==================== block 1
### M1 wires, block 1

Bar = 20 um. Supply wires on this layer in grey.
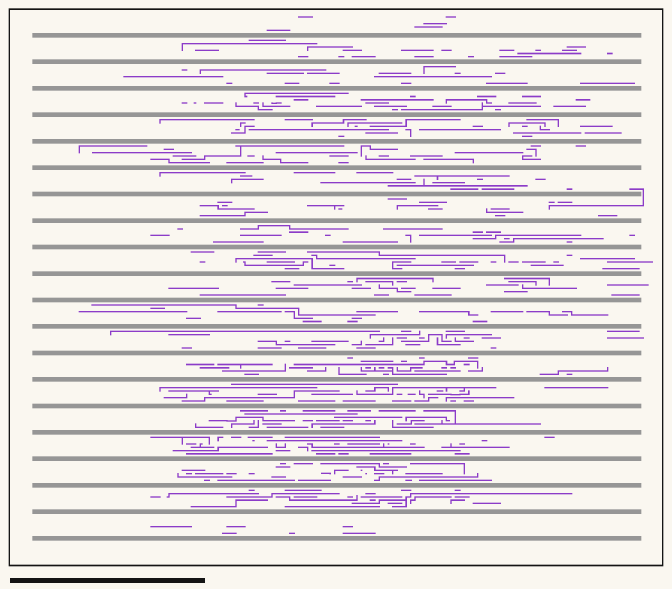
### Met2 routing, block 1

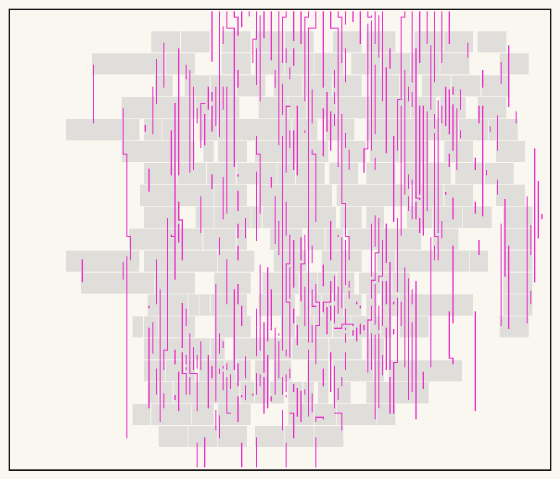
==> src/rtl/dffreg_arb_pkg.sv <==
// dffreg_arb_pkg: shared types and helpers for the dffreg_arbiter slice.
// State encoding for the grant FSM and the index-width helper used for
// ptr/owner sizing.
package dffreg_arb_pkg;

    typedef enum logic [1:0] {
        ST_IDLE   = 2'd0,
        ST_GRANT  = 2'd1,
        ST_LOCKED = 2'd2
    } arb_state_e;

    // Width of a requester index; never narrower than one bit.
    function automatic int idx_w(input int n);
        return (n <= 2) ? 1 : $clog2(n);
    endfunction

endpackage

==> src/rtl/dffreg_arbiter_rr_pick.sv <==
// rr_pick: combinational round-robin picker. Scans requesters starting at
// i_ptr (wrapping), skipping masked ones, and returns the first hit as a
// one-hot vector plus its index. Holds no state.
module rr_pick #(
    parameter int N  = 4,
    parameter int IW = 2
) (
    input  logic [N-1:0]  i_req,
    input  logic [N-1:0]  i_mask,
    input  logic [IW-1:0] i_ptr,
    output logic [N-1:0]  o_onehot,
    output logic [IW-1:0] o_idx,
    output logic          o_any
);

    // First unmasked request at or after the pointer wins.
    always_comb begin
        int c;
        o_onehot = '0;
        o_idx    = '0;
        o_any    = 1'b0;
        c        = 0;
        for (int k = 0; k < N; k++) begin
            c = int'(i_ptr) + k;
            if (c >= N) c = c - N;
            if (!o_any && i_req[c] && !i_mask[c]) begin
                o_any       = 1'b1;
                o_onehot[c] = 1'b1;
                o_idx       = IW'(c);
            end
        end
    end

endmodule

==> src/rtl/dffreg_arbiter.sv <==
// dffreg_arbiter: round-robin write arbiter for one shared WIDTH-bit register.
// Grants are registered one-hot; the granted requester's data is captured on
// the edge that ends its grant cycle. Defining DFFREG_ARB_LOCK_EN adds the
// lock port and the LOCKED state, which holds a grant across cycles.
module dffreg_arbiter
    import dffreg_arb_pkg::*;
#(
    parameter int N_REQ = 4,
    parameter int WIDTH = 8
) (
    input  logic                       clk,
    input  logic                       res,
    input  logic [N_REQ-1:0]           req,
    input  logic [N_REQ*WIDTH-1:0]     wdata,
`ifdef DFFREG_ARB_LOCK_EN
    input  logic [N_REQ-1:0]           lock,
`endif
    output logic [N_REQ-1:0]           gnt,
    output logic [WIDTH-1:0]           q,
    output logic                       q_valid,
    output logic [idx_w(N_REQ)-1:0]    owner
);

    localparam int IW = idx_w(N_REQ);

    arb_state_e       r_state, w_state_nxt;
    logic [N_REQ-1:0] r_gnt, w_gnt_nxt;
    logic [IW-1:0]    r_idx, w_idx_nxt;
    logic [IW-1:0]    r_ptr, w_ptr_inc, w_ptr_arb;
    logic [N_REQ-1:0] w_pick;
    logic [IW-1:0]    w_pick_idx;
    logic             w_pick_any;
    logic             w_wr, w_hold;
    logic [WIDTH-1:0] w_wsel, r_q;
    logic             r_q_valid;
    logic [IW-1:0]    r_owner;

    // Any non-idle cycle is a write cycle for the currently granted requester.
    assign w_wr      = (r_state != ST_IDLE);
    assign w_ptr_inc = (r_idx == IW'(N_REQ - 1)) ? '0 : r_idx + 1'b1;
    // Arbitrate from the pointer value this cycle's write will leave behind,
    // so a requester arriving mid-grant is ordered fairly.
    assign w_ptr_arb = w_wr ? w_ptr_inc : r_ptr;
    assign w_wsel    = wdata[int'(r_idx)*WIDTH +: WIDTH];

`ifdef DFFREG_ARB_LOCK_EN
    assign w_hold = w_wr && lock[r_idx];
`else
    assign w_hold = 1'b0;
`endif

    // The granted requester is masked: its req during gnt is the handshake.
    rr_pick #(.N(N_REQ), .IW(IW)) u_pick (
        .i_req    (req),
        .i_mask   (r_gnt),
        .i_ptr    (w_ptr_arb),
        .o_onehot (w_pick),
        .o_idx    (w_pick_idx),
        .o_any    (w_pick_any)
    );

    // Next state and next grant: hold under lock, else re-arbitrate.
    always_comb begin
        w_state_nxt = ST_IDLE;
        w_gnt_nxt   = '0;
        w_idx_nxt   = r_idx;
        if (w_hold) begin
            w_state_nxt = ST_LOCKED;
            w_gnt_nxt   = r_gnt;
        end else if (w_pick_any) begin
            w_state_nxt = ST_GRANT;
            w_gnt_nxt   = w_pick;
            w_idx_nxt   = w_pick_idx;
        end
    end

    // FSM state and registered grant.
    always_ff @(posedge clk or negedge res) begin
        if (!res) begin
            r_state <= ST_IDLE;
            r_gnt   <= '0;
            r_idx   <= '0;
        end else begin
            r_state <= w_state_nxt;
            r_gnt   <= w_gnt_nxt;
            r_idx   <= w_idx_nxt;
        end
    end

    // Shared register, last writer and pointer update at the end of a grant cycle.
    always_ff @(posedge clk or negedge res) begin
        if (!res) begin
            r_q       <= '0;
            r_q_valid <= 1'b0;
            r_owner   <= '0;
            r_ptr     <= '0;
        end else if (w_wr) begin
            r_q       <= w_wsel;
            r_q_valid <= 1'b1;
            r_owner   <= r_idx;
            r_ptr     <= w_ptr_inc;
        end
    end

    assign gnt     = r_gnt;
    assign q       = r_q;
    assign q_valid = r_q_valid;
    assign owner   = r_owner;

endmodule

==> config.mk <==
export PLATFORM = sky130hd
export DESIGN_NAME = dffreg_arbiter
export DESIGN_NICKNAME = d
export VERILOG_FILES = /design/src/rtl/dffreg_arb_pkg.sv /design/src/rtl/dffreg_arbiter_rr_pick.sv /design/src/rtl/dffreg_arbiter.sv
export SDC_FILE = /design/constraint.sdc
export NUM_CORES = 1
export LEC_CHECK = 0
export CAP_MARGIN = 20
export CORE_AREA = 2 2 65 55
export CTS_CLUSTER_DIAMETER = 60
export DETAILED_ROUTE_END_ITERATION = 16
export DIE_AREA = 0 0 67 57
export PLACE_DENSITY = 0.93
export SYNTH_ARGS = -nofsm -noshare
export SYNTH_HDL_FRONTEND = slang
export SYNTH_HIERARCHICAL = 1
export SYNTH_SLANG_ARGS = --single-unit
export TNS_END_PERCENT = 1
==> constraint.sdc <==
create_clock -name clk -period 4.6 [get_ports clk]
set_input_delay 0.46 -clock clk [delete_from_list [all_inputs] [get_ports clk]]
set_output_delay 0.46 -clock clk [all_outputs]
set_load 0.03 [all_outputs]
==> qor.rpt <==
WORST SETUP PATH
---------------------------------------------------------------------------------
List of cells traversed by the critical path ....................... buf_4 -> ha_1 -> nor2_1 -> mux2_2 -> inv_1 -> ha_1 -> or4b_1 -> nand4_2 -> nor2b_1 -> nand3b_1 -> mux2_2
R2r startpoint .....................................................     r_idx[0]
Dominant delay contributor by cell family on the critical path ..... simple AND/OR/NAND/NOR gates
CP Class ........................................................... flip-flop to flip-flop

LOGIC SYNTHESIS
---------------------------------------------------------------------------------
Commonest cells post-synth ......................................... sky130_fd_sc_hd__dfrtp_1, sky130_fd_sc_hd__mux2i_1, sky130_fd_sc_hd__nand2_1
Number of cells produced by synthesis ..............................          142
Yosys cell count ...................................................          142
Library cell occupying the most area in the post-synthesis netlist . sky130_fd_sc_hd__dfrtp_1

STATUS
---------------------------------------------------------------------------------
Run status ......................................................... finished, final reports clean

JOB
---------------------------------------------------------------------------------
Number of violations of the max-capacitance limit ..................            0

FINAL LAYOUT
---------------------------------------------------------------------------------
Fraction of area in clock buffers and inverters ....................        2.67%
Share of post-route cells with drive strength above 1 ..............        10.9%
Final cell count without fillers ...................................          235

MIN PATH
---------------------------------------------------------------------------------
Tightest Hold Check Type ........................................... flip-flop to flip-flop

ROUTING
---------------------------------------------------------------------------------
Vias/cell ..........................................................         5.59

POWER
---------------------------------------------------------------------------------
Total power of the final layout ....................................    0.00179 W

TIMING
---------------------------------------------------------------------------------
Final worst setup slack ............................................      1.23 ns
Final setup violating endpoints ....................................            0

GRT
---------------------------------------------------------------------------------
Total grt overflow .................................................            0

About 'M1 wires' of block 1:
longest straight run: 27.6 um
wire length on this layer: 1560 um
main direction: horizontal
share of all routed wire: 43%
nets with wire on the layer: 209
Total Wirelength: 3.62 mm
via total after detailed routing: 1314

About 'Met2 routing' of block 1:
wire length on this layer: 1680 um
nets with wire on the layer: 199
met2 demand-to-capacity share in global routing: 31.5%

-- state kept, by name, indices dropped and copies added (netlist names) --
register,cells
gnt,4
q_valid,1
q,8
r_ptr,2
r_idx,2
owner,2
r_state,1
-- per-layer routing --
metal | global-route usage [%] | vias up
met1 | 27.8 | 613
met3 | 4.34 | 8
met5 | 0 | -
met4 | 5.54 | 0
met2 | 31.5 | 68
li1 | - | 625
-- power by group --
| part | total (W) | internal [W] | switching (W) |
|---|---|---|---|
| logic | 0.00133 | 0.000577 | 0.000751 |
| registers | 0.000331 | 0.000269 | 0.0000616 |
| clock network | 0.000129 | 0.0000761 | 0.0000527 |
| total | 0.00179 | 0.000922 | 0.000865 |
-- layout by cell type (no fill, tap or decap), drive strengths merged, types with 2 or more instances in the layout --
cell type / instances
and2: 4
inv: 3
nand2b: 11
a31oi: 5
mux4: 2
o22ai: 4
o221ai: 8
clkdlybuf4s50: 52
nor2b: 7
or2b: 2
nor2: 4
ha: 8
mux2i: 16
mux2: 5
dfrtp: 20
nand2: 14
clkbuf: 4
a21oi: 3
o21ai: 6

==================== block 2
<file path="config.mk">
export PLATFORM = sky130hd
export DESIGN_NAME = pipe_hazard_ctrl_flat
export DESIGN_NICKNAME = d
export VERILOG_FILES = /design/src/rtl/pipe_hazard_ctrl_pkg.sv /design/src/rtl/pipe_hazard_ctrl_if.sv /design/src/rtl/pipe_hazard_ctrl_mem_wait.sv /design/src/rtl/pipe_hazard_ctrl.sv /design/src/flat_wrapper.sv
export SDC_FILE = /design/constraint.sdc
export NUM_CORES = 1
export LEC_CHECK = 0
export ABC_AREA = 1
export CAP_MARGIN = 20
export CORE_MARGIN = 2
export CORE_UTILIZATION = 33
export CTS_BUF_LIST = sky130_fd_sc_hd__clkbuf_8
export CTS_CLUSTER_SIZE = 12
export DETAILED_ROUTE_END_ITERATION = 10
export MAX_ROUTING_LAYER = met4
export PLACE_DENSITY = 0.9
export SKIP_CTS_REPAIR_TIMING = 1
export SLEW_MARGIN = 20
export SYNTH_ARGS = -nofsm -noshare
export SYNTH_HDL_FRONTEND = slang
export SYNTH_SLANG_ARGS = --single-unit
</file>
<file path="constraint.sdc">
create_clock -name clk -period 1.6 [get_ports clk]
set_input_delay 0.4 -clock clk [delete_from_list [all_inputs] [get_ports clk]]
set_output_delay 0.4 -clock clk [all_outputs]
set_load 0.05 [all_outputs]
</file>
<file path="src/rtl/pipe_hazard_ctrl_pkg.sv">
// Shared types and helpers for the pipeline hazard controller.
// Optional build macro used by the top level: HAZ_PERF_CNT_EN.
package hazard_pkg;

  typedef enum logic [1:0] {
    FWD_RF  = 2'b00,
    FWD_WB  = 2'b01,
    FWD_MEM = 2'b10
  } fwd_sel_e;

  typedef enum logic [1:0] {
    IDLE = 2'b00,
    WAIT = 2'b01,
    ERR  = 2'b10
  } mem_state_e;

  localparam logic [4:0] REG_ZERO = 5'd0;

  // $zero is hardwired, so a match against it never creates a dependency.
  function automatic logic reg_match(input logic [4:0] a, input logic [4:0] b);
    return (a != REG_ZERO) && (a == b);
  endfunction

  function automatic fwd_sel_e fwd_select(input logic [4:0] src,
                                          input logic       regwritem,
                                          input logic [4:0] writeregm,
                                          input logic       regwritew,
                                          input logic [4:0] writeregw);
    fwd_sel_e sel;
    sel = FWD_RF;
    if (regwritem && reg_match(src, writeregm)) begin
      sel = FWD_MEM;
    end else if (regwritew && reg_match(src, writeregw)) begin
      sel = FWD_WB;
    end
    return sel;
  endfunction

endpackage

</file>
<file path="src/rtl/pipe_hazard_ctrl_if.sv">
// Signal bundle between the pipeline (controller taps and datapath specifiers)
// and the hazard controller.
interface pipe_hazard_ctrl_if;

  logic [4:0]  rsd, rtd, rse, rte;
  logic [4:0]  writerege, writeregm, writeregw;
  logic        branchd;
  logic        regwritee, memtorege;
  logic        regwritem, memtoregm, memwritem;
  logic        regwritew;
  logic        dmem_ack;

  logic        forwardad, forwardbd;
  logic [1:0]  forwardae, forwardbe;
  logic        stallf, stalld, stalle, stallm;
  logic        flushe, flushw;
  logic        dmem_req;
  logic        mem_err;
  logic [31:0] lwstall_cnt, brstall_cnt, memstall_cnt;

  modport master (
    output rsd, rtd, rse, rte, writerege, writeregm, writeregw,
           branchd, regwritee, memtorege, regwritem, memtoregm, memwritem,
           regwritew, dmem_ack,
    input  forwardad, forwardbd, forwardae, forwardbe,
           stallf, stalld, stalle, stallm, flushe, flushw,
           dmem_req, mem_err, lwstall_cnt, brstall_cnt, memstall_cnt
  );

  modport slave (
    input  rsd, rtd, rse, rte, writerege, writeregm, writeregw,
           branchd, regwritee, memtorege, regwritem, memtoregm, memwritem,
           regwritew, dmem_ack,
    output forwardad, forwardbd, forwardae, forwardbe,
           stallf, stalld, stalle, stallm, flushe, flushw,
           dmem_req, mem_err, lwstall_cnt, brstall_cnt, memstall_cnt
  );

endinterface

</file>
<file path="src/rtl/pipe_hazard_ctrl_mem_wait.sv">
// Data-memory wait handshake: freezes the pipeline while an M-stage access is
// outstanding and latches a sticky error if the memory never answers.
module mem_wait_fsm
  import hazard_pkg::*;
#(
  parameter int TIMEOUT_CYC = 64,
  parameter int CNT_W       = 7
) (
  input  logic clk,
  input  logic reset,
  input  logic i_memaccm,
  input  logic i_dmem_ack,
  output logic o_dmem_req,
  output logic o_memstall,
  output logic o_mem_err
);

  localparam logic [CNT_W-1:0] LP_TIMEOUT = CNT_W'(TIMEOUT_CYC);

  mem_state_e       r_state;
  mem_state_e       w_next_state;
  logic [CNT_W-1:0] r_wait_cnt;
  logic [CNT_W-1:0] w_wait_cnt_next;
  logic             r_mem_err;

  always_ff @(posedge clk or posedge reset) begin
    if (reset) begin
      r_state    <= IDLE;
      r_wait_cnt <= '0;
      r_mem_err  <= 1'b0;
    end else begin
      r_state    <= w_next_state;
      r_wait_cnt <= w_wait_cnt_next;
      if (w_next_state == ERR) begin
        r_mem_err <= 1'b1;
      end
    end
  end

  // The counter holds the number of WAIT cycles entered; a miss while it
  // already equals TIMEOUT_CYC gives up and parks in ERR.
  always_comb begin
    w_next_state    = r_state;
    w_wait_cnt_next = r_wait_cnt;
    o_dmem_req      = 1'b0;
    o_memstall      = 1'b0;
    case (r_state)
      IDLE: begin
        o_dmem_req = i_memaccm;
        if (i_memaccm && !i_dmem_ack) begin
          o_memstall      = 1'b1;
          w_next_state    = WAIT;
          w_wait_cnt_next = CNT_W'(1);
        end
      end
      WAIT: begin
        o_dmem_req = 1'b1;
        if (i_dmem_ack) begin
          w_next_state    = IDLE;
          w_wait_cnt_next = '0;
        end else begin
          o_memstall = 1'b1;
          if (r_wait_cnt >= LP_TIMEOUT) begin
            w_next_state = ERR;
          end else begin
            w_wait_cnt_next = r_wait_cnt + CNT_W'(1);
          end
        end
      end
      ERR: begin
        o_memstall = 1'b1;
      end
      default: begin
        w_next_state    = IDLE;
        w_wait_cnt_next = '0;
      end
    endcase
    // Reset drops the request and the freeze at once, not at the next edge.
    if (reset) begin
      o_dmem_req = 1'b0;
      o_memstall = 1'b0;
    end
  end

  assign o_mem_err = r_mem_err;

endmodule

</file>
<file path="src/rtl/pipe_hazard_ctrl.sv">
// Hazard and stall sequencer for the 5-stage MIPS pipeline: forwarding selects,
// load-use/branch stalls and the data-memory freeze. Macro: HAZ_PERF_CNT_EN.
module pipe_hazard_ctrl
  import hazard_pkg::*;
#(
  parameter int TIMEOUT_CYC = 64,
  parameter int CNT_W       = 7
) (
  input  logic               clk,
  input  logic               reset,
  pipe_hazard_ctrl_if.slave  hz
);

  logic w_lwstall;
  logic w_brstall;
  logic w_memaccm;
  logic w_memstall;
  logic w_dmem_req;
  logic w_mem_err;

  assign w_lwstall = hz.memtorege &
                     (reg_match(hz.rte, hz.rsd) | reg_match(hz.rte, hz.rtd));

  assign w_brstall = hz.branchd &
                     ((hz.regwritee &
                       (reg_match(hz.writerege, hz.rsd) | reg_match(hz.writerege, hz.rtd))) |
                      (hz.memtoregm &
                       (reg_match(hz.writeregm, hz.rsd) | reg_match(hz.writeregm, hz.rtd))));

  assign w_memaccm = hz.memtoregm | hz.memwritem;

  assign hz.forwardae = fwd_select(hz.rse, hz.regwritem, hz.writeregm,
                                   hz.regwritew, hz.writeregw);
  assign hz.forwardbe = fwd_select(hz.rte, hz.regwritem, hz.writeregm,
                                   hz.regwritew, hz.writeregw);
  assign hz.forwardad = hz.regwritem & reg_match(hz.rsd, hz.writeregm);
  assign hz.forwardbd = hz.regwritem & reg_match(hz.rtd, hz.writeregm);

  mem_wait_fsm #(
    .TIMEOUT_CYC (TIMEOUT_CYC),
    .CNT_W       (CNT_W)
  ) u_mem_wait (
    .clk        (clk),
    .reset      (reset),
    .i_memaccm  (w_memaccm),
    .i_dmem_ack (i_ack_unused_guard(hz.dmem_ack)),
    .o_dmem_req (w_dmem_req),
    .o_memstall (w_memstall),
    .o_mem_err  (w_mem_err)
  );

  assign hz.dmem_req = w_dmem_req;
  assign hz.mem_err  = w_mem_err;

  function automatic logic i_ack_unused_guard(input logic a);
    return a;
  endfunction

  // A memory freeze holds every stage and overrides the D-stage hazards,
  // which get re-evaluated once the access releases.
  always_comb begin
    hz.stallf = 1'b0;
    hz.stalld = 1'b0;
    hz.stalle = 1'b0;
    hz.stallm = 1'b0;
    hz.flushe = 1'b0;
    hz.flushw = 1'b0;
    if (w_memstall) begin
      hz.stallf = 1'b1;
      hz.stalld = 1'b1;
      hz.stalle = 1'b1;
      hz.stallm = 1'b1;
      hz.flushw = 1'b1;
    end else begin
      hz.stallf = w_lwstall | w_brstall;
      hz.stalld = w_lwstall | w_brstall;
      hz.flushe = w_lwstall | w_brstall;
    end
  end

`ifdef HAZ_PERF_CNT_EN
  logic [31:0] r_lwstall_cnt;
  logic [31:0] r_brstall_cnt;
  logic [31:0] r_memstall_cnt;

  // Each stall cycle is attributed to exactly one cause; ERR cycles are not counted.
  always_ff @(posedge clk or posedge reset) begin
    if (reset) begin
      r_lwstall_cnt  <= 32'd0;
      r_brstall_cnt  <= 32'd0;
      r_memstall_cnt <= 32'd0;
    end else begin
      if (w_lwstall && !w_memstall) begin
        r_lwstall_cnt <= r_lwstall_cnt + 32'd1;
      end
      if (w_brstall && !w_lwstall && !w_memstall) begin
        r_brstall_cnt <= r_brstall_cnt + 32'd1;
      end
      if (w_memstall && !w_mem_err) begin
        r_memstall_cnt <= r_memstall_cnt + 32'd1;
      end
    end
  end

  assign hz.lwstall_cnt  = r_lwstall_cnt;
  assign hz.brstall_cnt  = r_brstall_cnt;
  assign hz.memstall_cnt = r_memstall_cnt;
`else
  assign hz.lwstall_cnt  = 32'd0;
  assign hz.brstall_cnt  = 32'd0;
  assign hz.memstall_cnt = 32'd0;
`endif

endmodule

</file>
<file path="src/flat_wrapper.sv">
// flat-port wrapper written by rule: the top's interface ports become plain ports
module pipe_hazard_ctrl_flat import hazard_pkg::*;
#(
  parameter int TIMEOUT_CYC = 64,
  parameter int CNT_W       = 7
)
  (clk, reset, hz_rsd, hz_rtd, hz_rse, hz_rte, hz_writerege, hz_writeregm, hz_writeregw, hz_branchd, hz_regwritee, hz_memtorege, hz_regwritem, hz_memtoregm, hz_memwritem, hz_regwritew, hz_dmem_ack, hz_forwardad, hz_forwardbd, hz_forwardae, hz_forwardbe, hz_stallf, hz_stalld, hz_stalle, hz_stallm, hz_flushe, hz_flushw, hz_dmem_req, hz_mem_err, hz_lwstall_cnt, hz_brstall_cnt, hz_memstall_cnt);
  pipe_hazard_ctrl_if hz_i ();
  input  logic clk;
  input  logic reset;
  input wire logic [$bits(hz_i.rsd)-1:0] hz_rsd;
  input wire logic [$bits(hz_i.rtd)-1:0] hz_rtd;
  input wire logic [$bits(hz_i.rse)-1:0] hz_rse;
  input wire logic [$bits(hz_i.rte)-1:0] hz_rte;
  input wire logic [$bits(hz_i.writerege)-1:0] hz_writerege;
  input wire logic [$bits(hz_i.writeregm)-1:0] hz_writeregm;
  input wire logic [$bits(hz_i.writeregw)-1:0] hz_writeregw;
  input wire logic [$bits(hz_i.branchd)-1:0] hz_branchd;
  input wire logic [$bits(hz_i.regwritee)-1:0] hz_regwritee;
  input wire logic [$bits(hz_i.memtorege)-1:0] hz_memtorege;
  input wire logic [$bits(hz_i.regwritem)-1:0] hz_regwritem;
  input wire logic [$bits(hz_i.memtoregm)-1:0] hz_memtoregm;
  input wire logic [$bits(hz_i.memwritem)-1:0] hz_memwritem;
  input wire logic [$bits(hz_i.regwritew)-1:0] hz_regwritew;
  input wire logic [$bits(hz_i.dmem_ack)-1:0] hz_dmem_ack;
  output wire logic [$bits(hz_i.forwardad)-1:0] hz_forwardad;
  output wire logic [$bits(hz_i.forwardbd)-1:0] hz_forwardbd;
  output wire logic [$bits(hz_i.forwardae)-1:0] hz_forwardae;
  output wire logic [$bits(hz_i.forwardbe)-1:0] hz_forwardbe;
  output wire logic [$bits(hz_i.stallf)-1:0] hz_stallf;
  output wire logic [$bits(hz_i.stalld)-1:0] hz_stalld;
  output wire logic [$bits(hz_i.stalle)-1:0] hz_stalle;
  output wire logic [$bits(hz_i.stallm)-1:0] hz_stallm;
  output wire logic [$bits(hz_i.flushe)-1:0] hz_flushe;
  output wire logic [$bits(hz_i.flushw)-1:0] hz_flushw;
  output wire logic [$bits(hz_i.dmem_req)-1:0] hz_dmem_req;
  output wire logic [$bits(hz_i.mem_err)-1:0] hz_mem_err;
  output wire logic [$bits(hz_i.lwstall_cnt)-1:0] hz_lwstall_cnt;
  output wire logic [$bits(hz_i.brstall_cnt)-1:0] hz_brstall_cnt;
  output wire logic [$bits(hz_i.memstall_cnt)-1:0] hz_memstall_cnt;
  assign hz_i.rsd = hz_rsd;
  assign hz_i.rtd = hz_rtd;
  assign hz_i.rse = hz_rse;
  assign hz_i.rte = hz_rte;
  assign hz_i.writerege = hz_writerege;
  assign hz_i.writeregm = hz_writeregm;
  assign hz_i.writeregw = hz_writeregw;
  assign hz_i.branchd = hz_branchd;
  assign hz_i.regwritee = hz_regwritee;
  assign hz_i.memtorege = hz_memtorege;
  assign hz_i.regwritem = hz_regwritem;
  assign hz_i.memtoregm = hz_memtoregm;
  assign hz_i.memwritem = hz_memwritem;
  assign hz_i.regwritew = hz_regwritew;
  assign hz_i.dmem_ack = hz_dmem_ack;
  assign hz_forwardad = hz_i.forwardad;
  assign hz_forwardbd = hz_i.forwardbd;
  assign hz_forwardae = hz_i.forwardae;
  assign hz_forwardbe = hz_i.forwardbe;
  assign hz_stallf = hz_i.stallf;
  assign hz_stalld = hz_i.stalld;
  assign hz_stalle = hz_i.stalle;
  assign hz_stallm = hz_i.stallm;
  assign hz_flushe = hz_i.flushe;
  assign hz_flushw = hz_i.flushw;
  assign hz_dmem_req = hz_i.dmem_req;
  assign hz_mem_err = hz_i.mem_err;
  assign hz_lwstall_cnt = hz_i.lwstall_cnt;
  assign hz_brstall_cnt = hz_i.brstall_cnt;
  assign hz_memstall_cnt = hz_i.memstall_cnt;
  pipe_hazard_ctrl #(.TIMEOUT_CYC(TIMEOUT_CYC), .CNT_W(CNT_W)) u_core (.clk(clk), .reset(reset), .hz(hz_i));
endmodule
</file>
==> qor.rpt <==
TIMING
------------------------------------------------------------------------------------------
Final setup violating endpoints .............................................           13
Final worst setup slack .....................................................    -0.448 ns
Accumulated negative setup slack ............................................     -4.32 ns

PLACE
------------------------------------------------------------------------------------------
Pre-CTS setup slack .........................................................    -0.894 ns
Port Buffers ................................................................           58

STATUS
------------------------------------------------------------------------------------------
Violations in the final reports ............................................. setup timing
Run status .................................................................. complete, but fails checks

WORST SETUP PATH
------------------------------------------------------------------------------------------
Startpoint type of the worst setup path ..................................... primary input
Most prevalent standard cell on the critical path ........................... sky130_fd_sc_hd__buf_6

FLOORPLAN
------------------------------------------------------------------------------------------
DIE HEIGHT ..................................................................      85.2 um
Tap cell instance count .....................................................           77

FINAL LAYOUT
------------------------------------------------------------------------------------------
Inserted Diodes .............................................................            0

POWER
------------------------------------------------------------------------------------------
Leakage dissipation .........................................................      1.98 nW
Largest power group ......................................................... combinational cells
Power Density ...............................................................  576 mW/mm^2

LOGIC SYNTHESIS
------------------------------------------------------------------------------------------
Count of flip-flops with a built-in enable after synthesis ..................            0
Yosys-reported design area after synthesis .................................. 0.00218 mm^2
Yosys cell count ............................................................          350
Share of synthesized cell area in full adder, half adder and majority cells .       0.575%

ROUTING
------------------------------------------------------------------------------------------
Top layer used by detailed routing ..........................................         met4

## cells in the final DEF, fill, tap and decap left out, types with 5 or more instances in the layout
cell type / instances
sky130_fd_sc_hd__a21oi_1: 8
sky130_fd_sc_hd__buf_12: 17
sky130_fd_sc_hd__buf_4: 49
sky130_fd_sc_hd__buf_6: 9
sky130_fd_sc_hd__buf_8: 5
sky130_fd_sc_hd__clkbuf_2: 12
sky130_fd_sc_hd__conb_1: 96
sky130_fd_sc_hd__dfrtp_1: 10
sky130_fd_sc_hd__dlymetal6s2s_1: 16
sky130_fd_sc_hd__inv_1: 29
sky130_fd_sc_hd__inv_2: 15
sky130_fd_sc_hd__nand2_1: 65
sky130_fd_sc_hd__nand2_2: 14
sky130_fd_sc_hd__nand3_1: 9
sky130_fd_sc_hd__nor2_1: 12
sky130_fd_sc_hd__nor2_2: 8
sky130_fd_sc_hd__o21ai_0: 5
sky130_fd_sc_hd__o22ai_1: 6
sky130_fd_sc_hd__xor2_1: 9
### M1 wires, block 2

Bar = 20 um. Supply wires on this layer in grey.
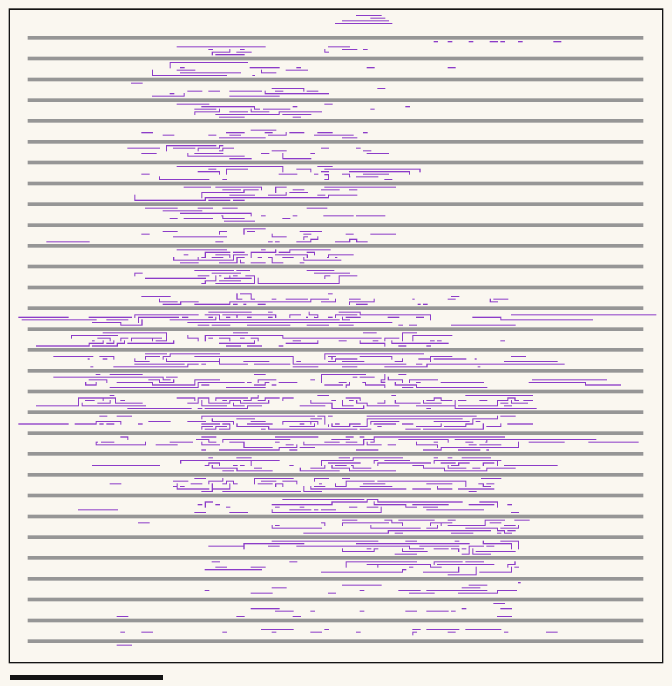
longest straight run: 26.7 um
share of all routed wire: 38%
nets with wire on the layer: 386
main direction: horizontal
via total after detailed routing: 2315
Total Wirelength: 6.56 mm
met1 Resource Use GR: 19.4%

### Met2 routing, block 2

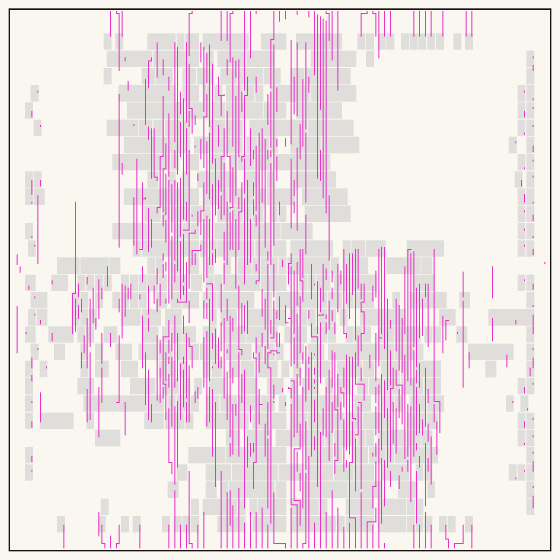
main direction: vertical
wire length on this layer: 3480 um
met2 demand-to-capacity share in global routing: 29.0%



## Gallery

Met3 routing.
panel A
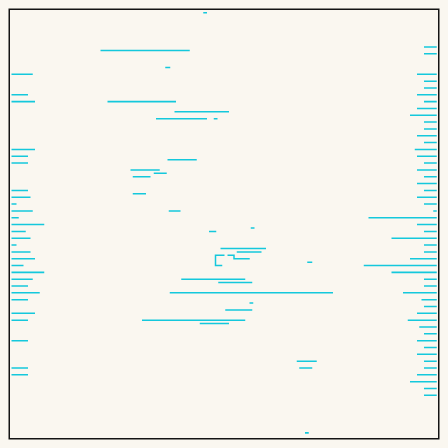
panel B
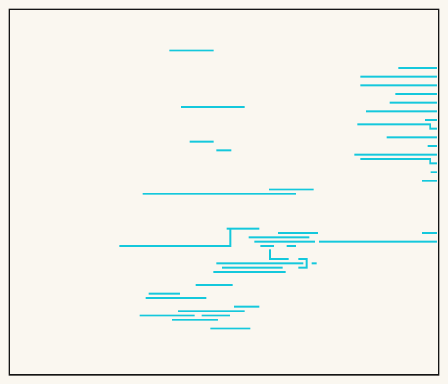
panel A: block 2
panel B: block 1

Power is estimated from default activity; no workload was simulated.
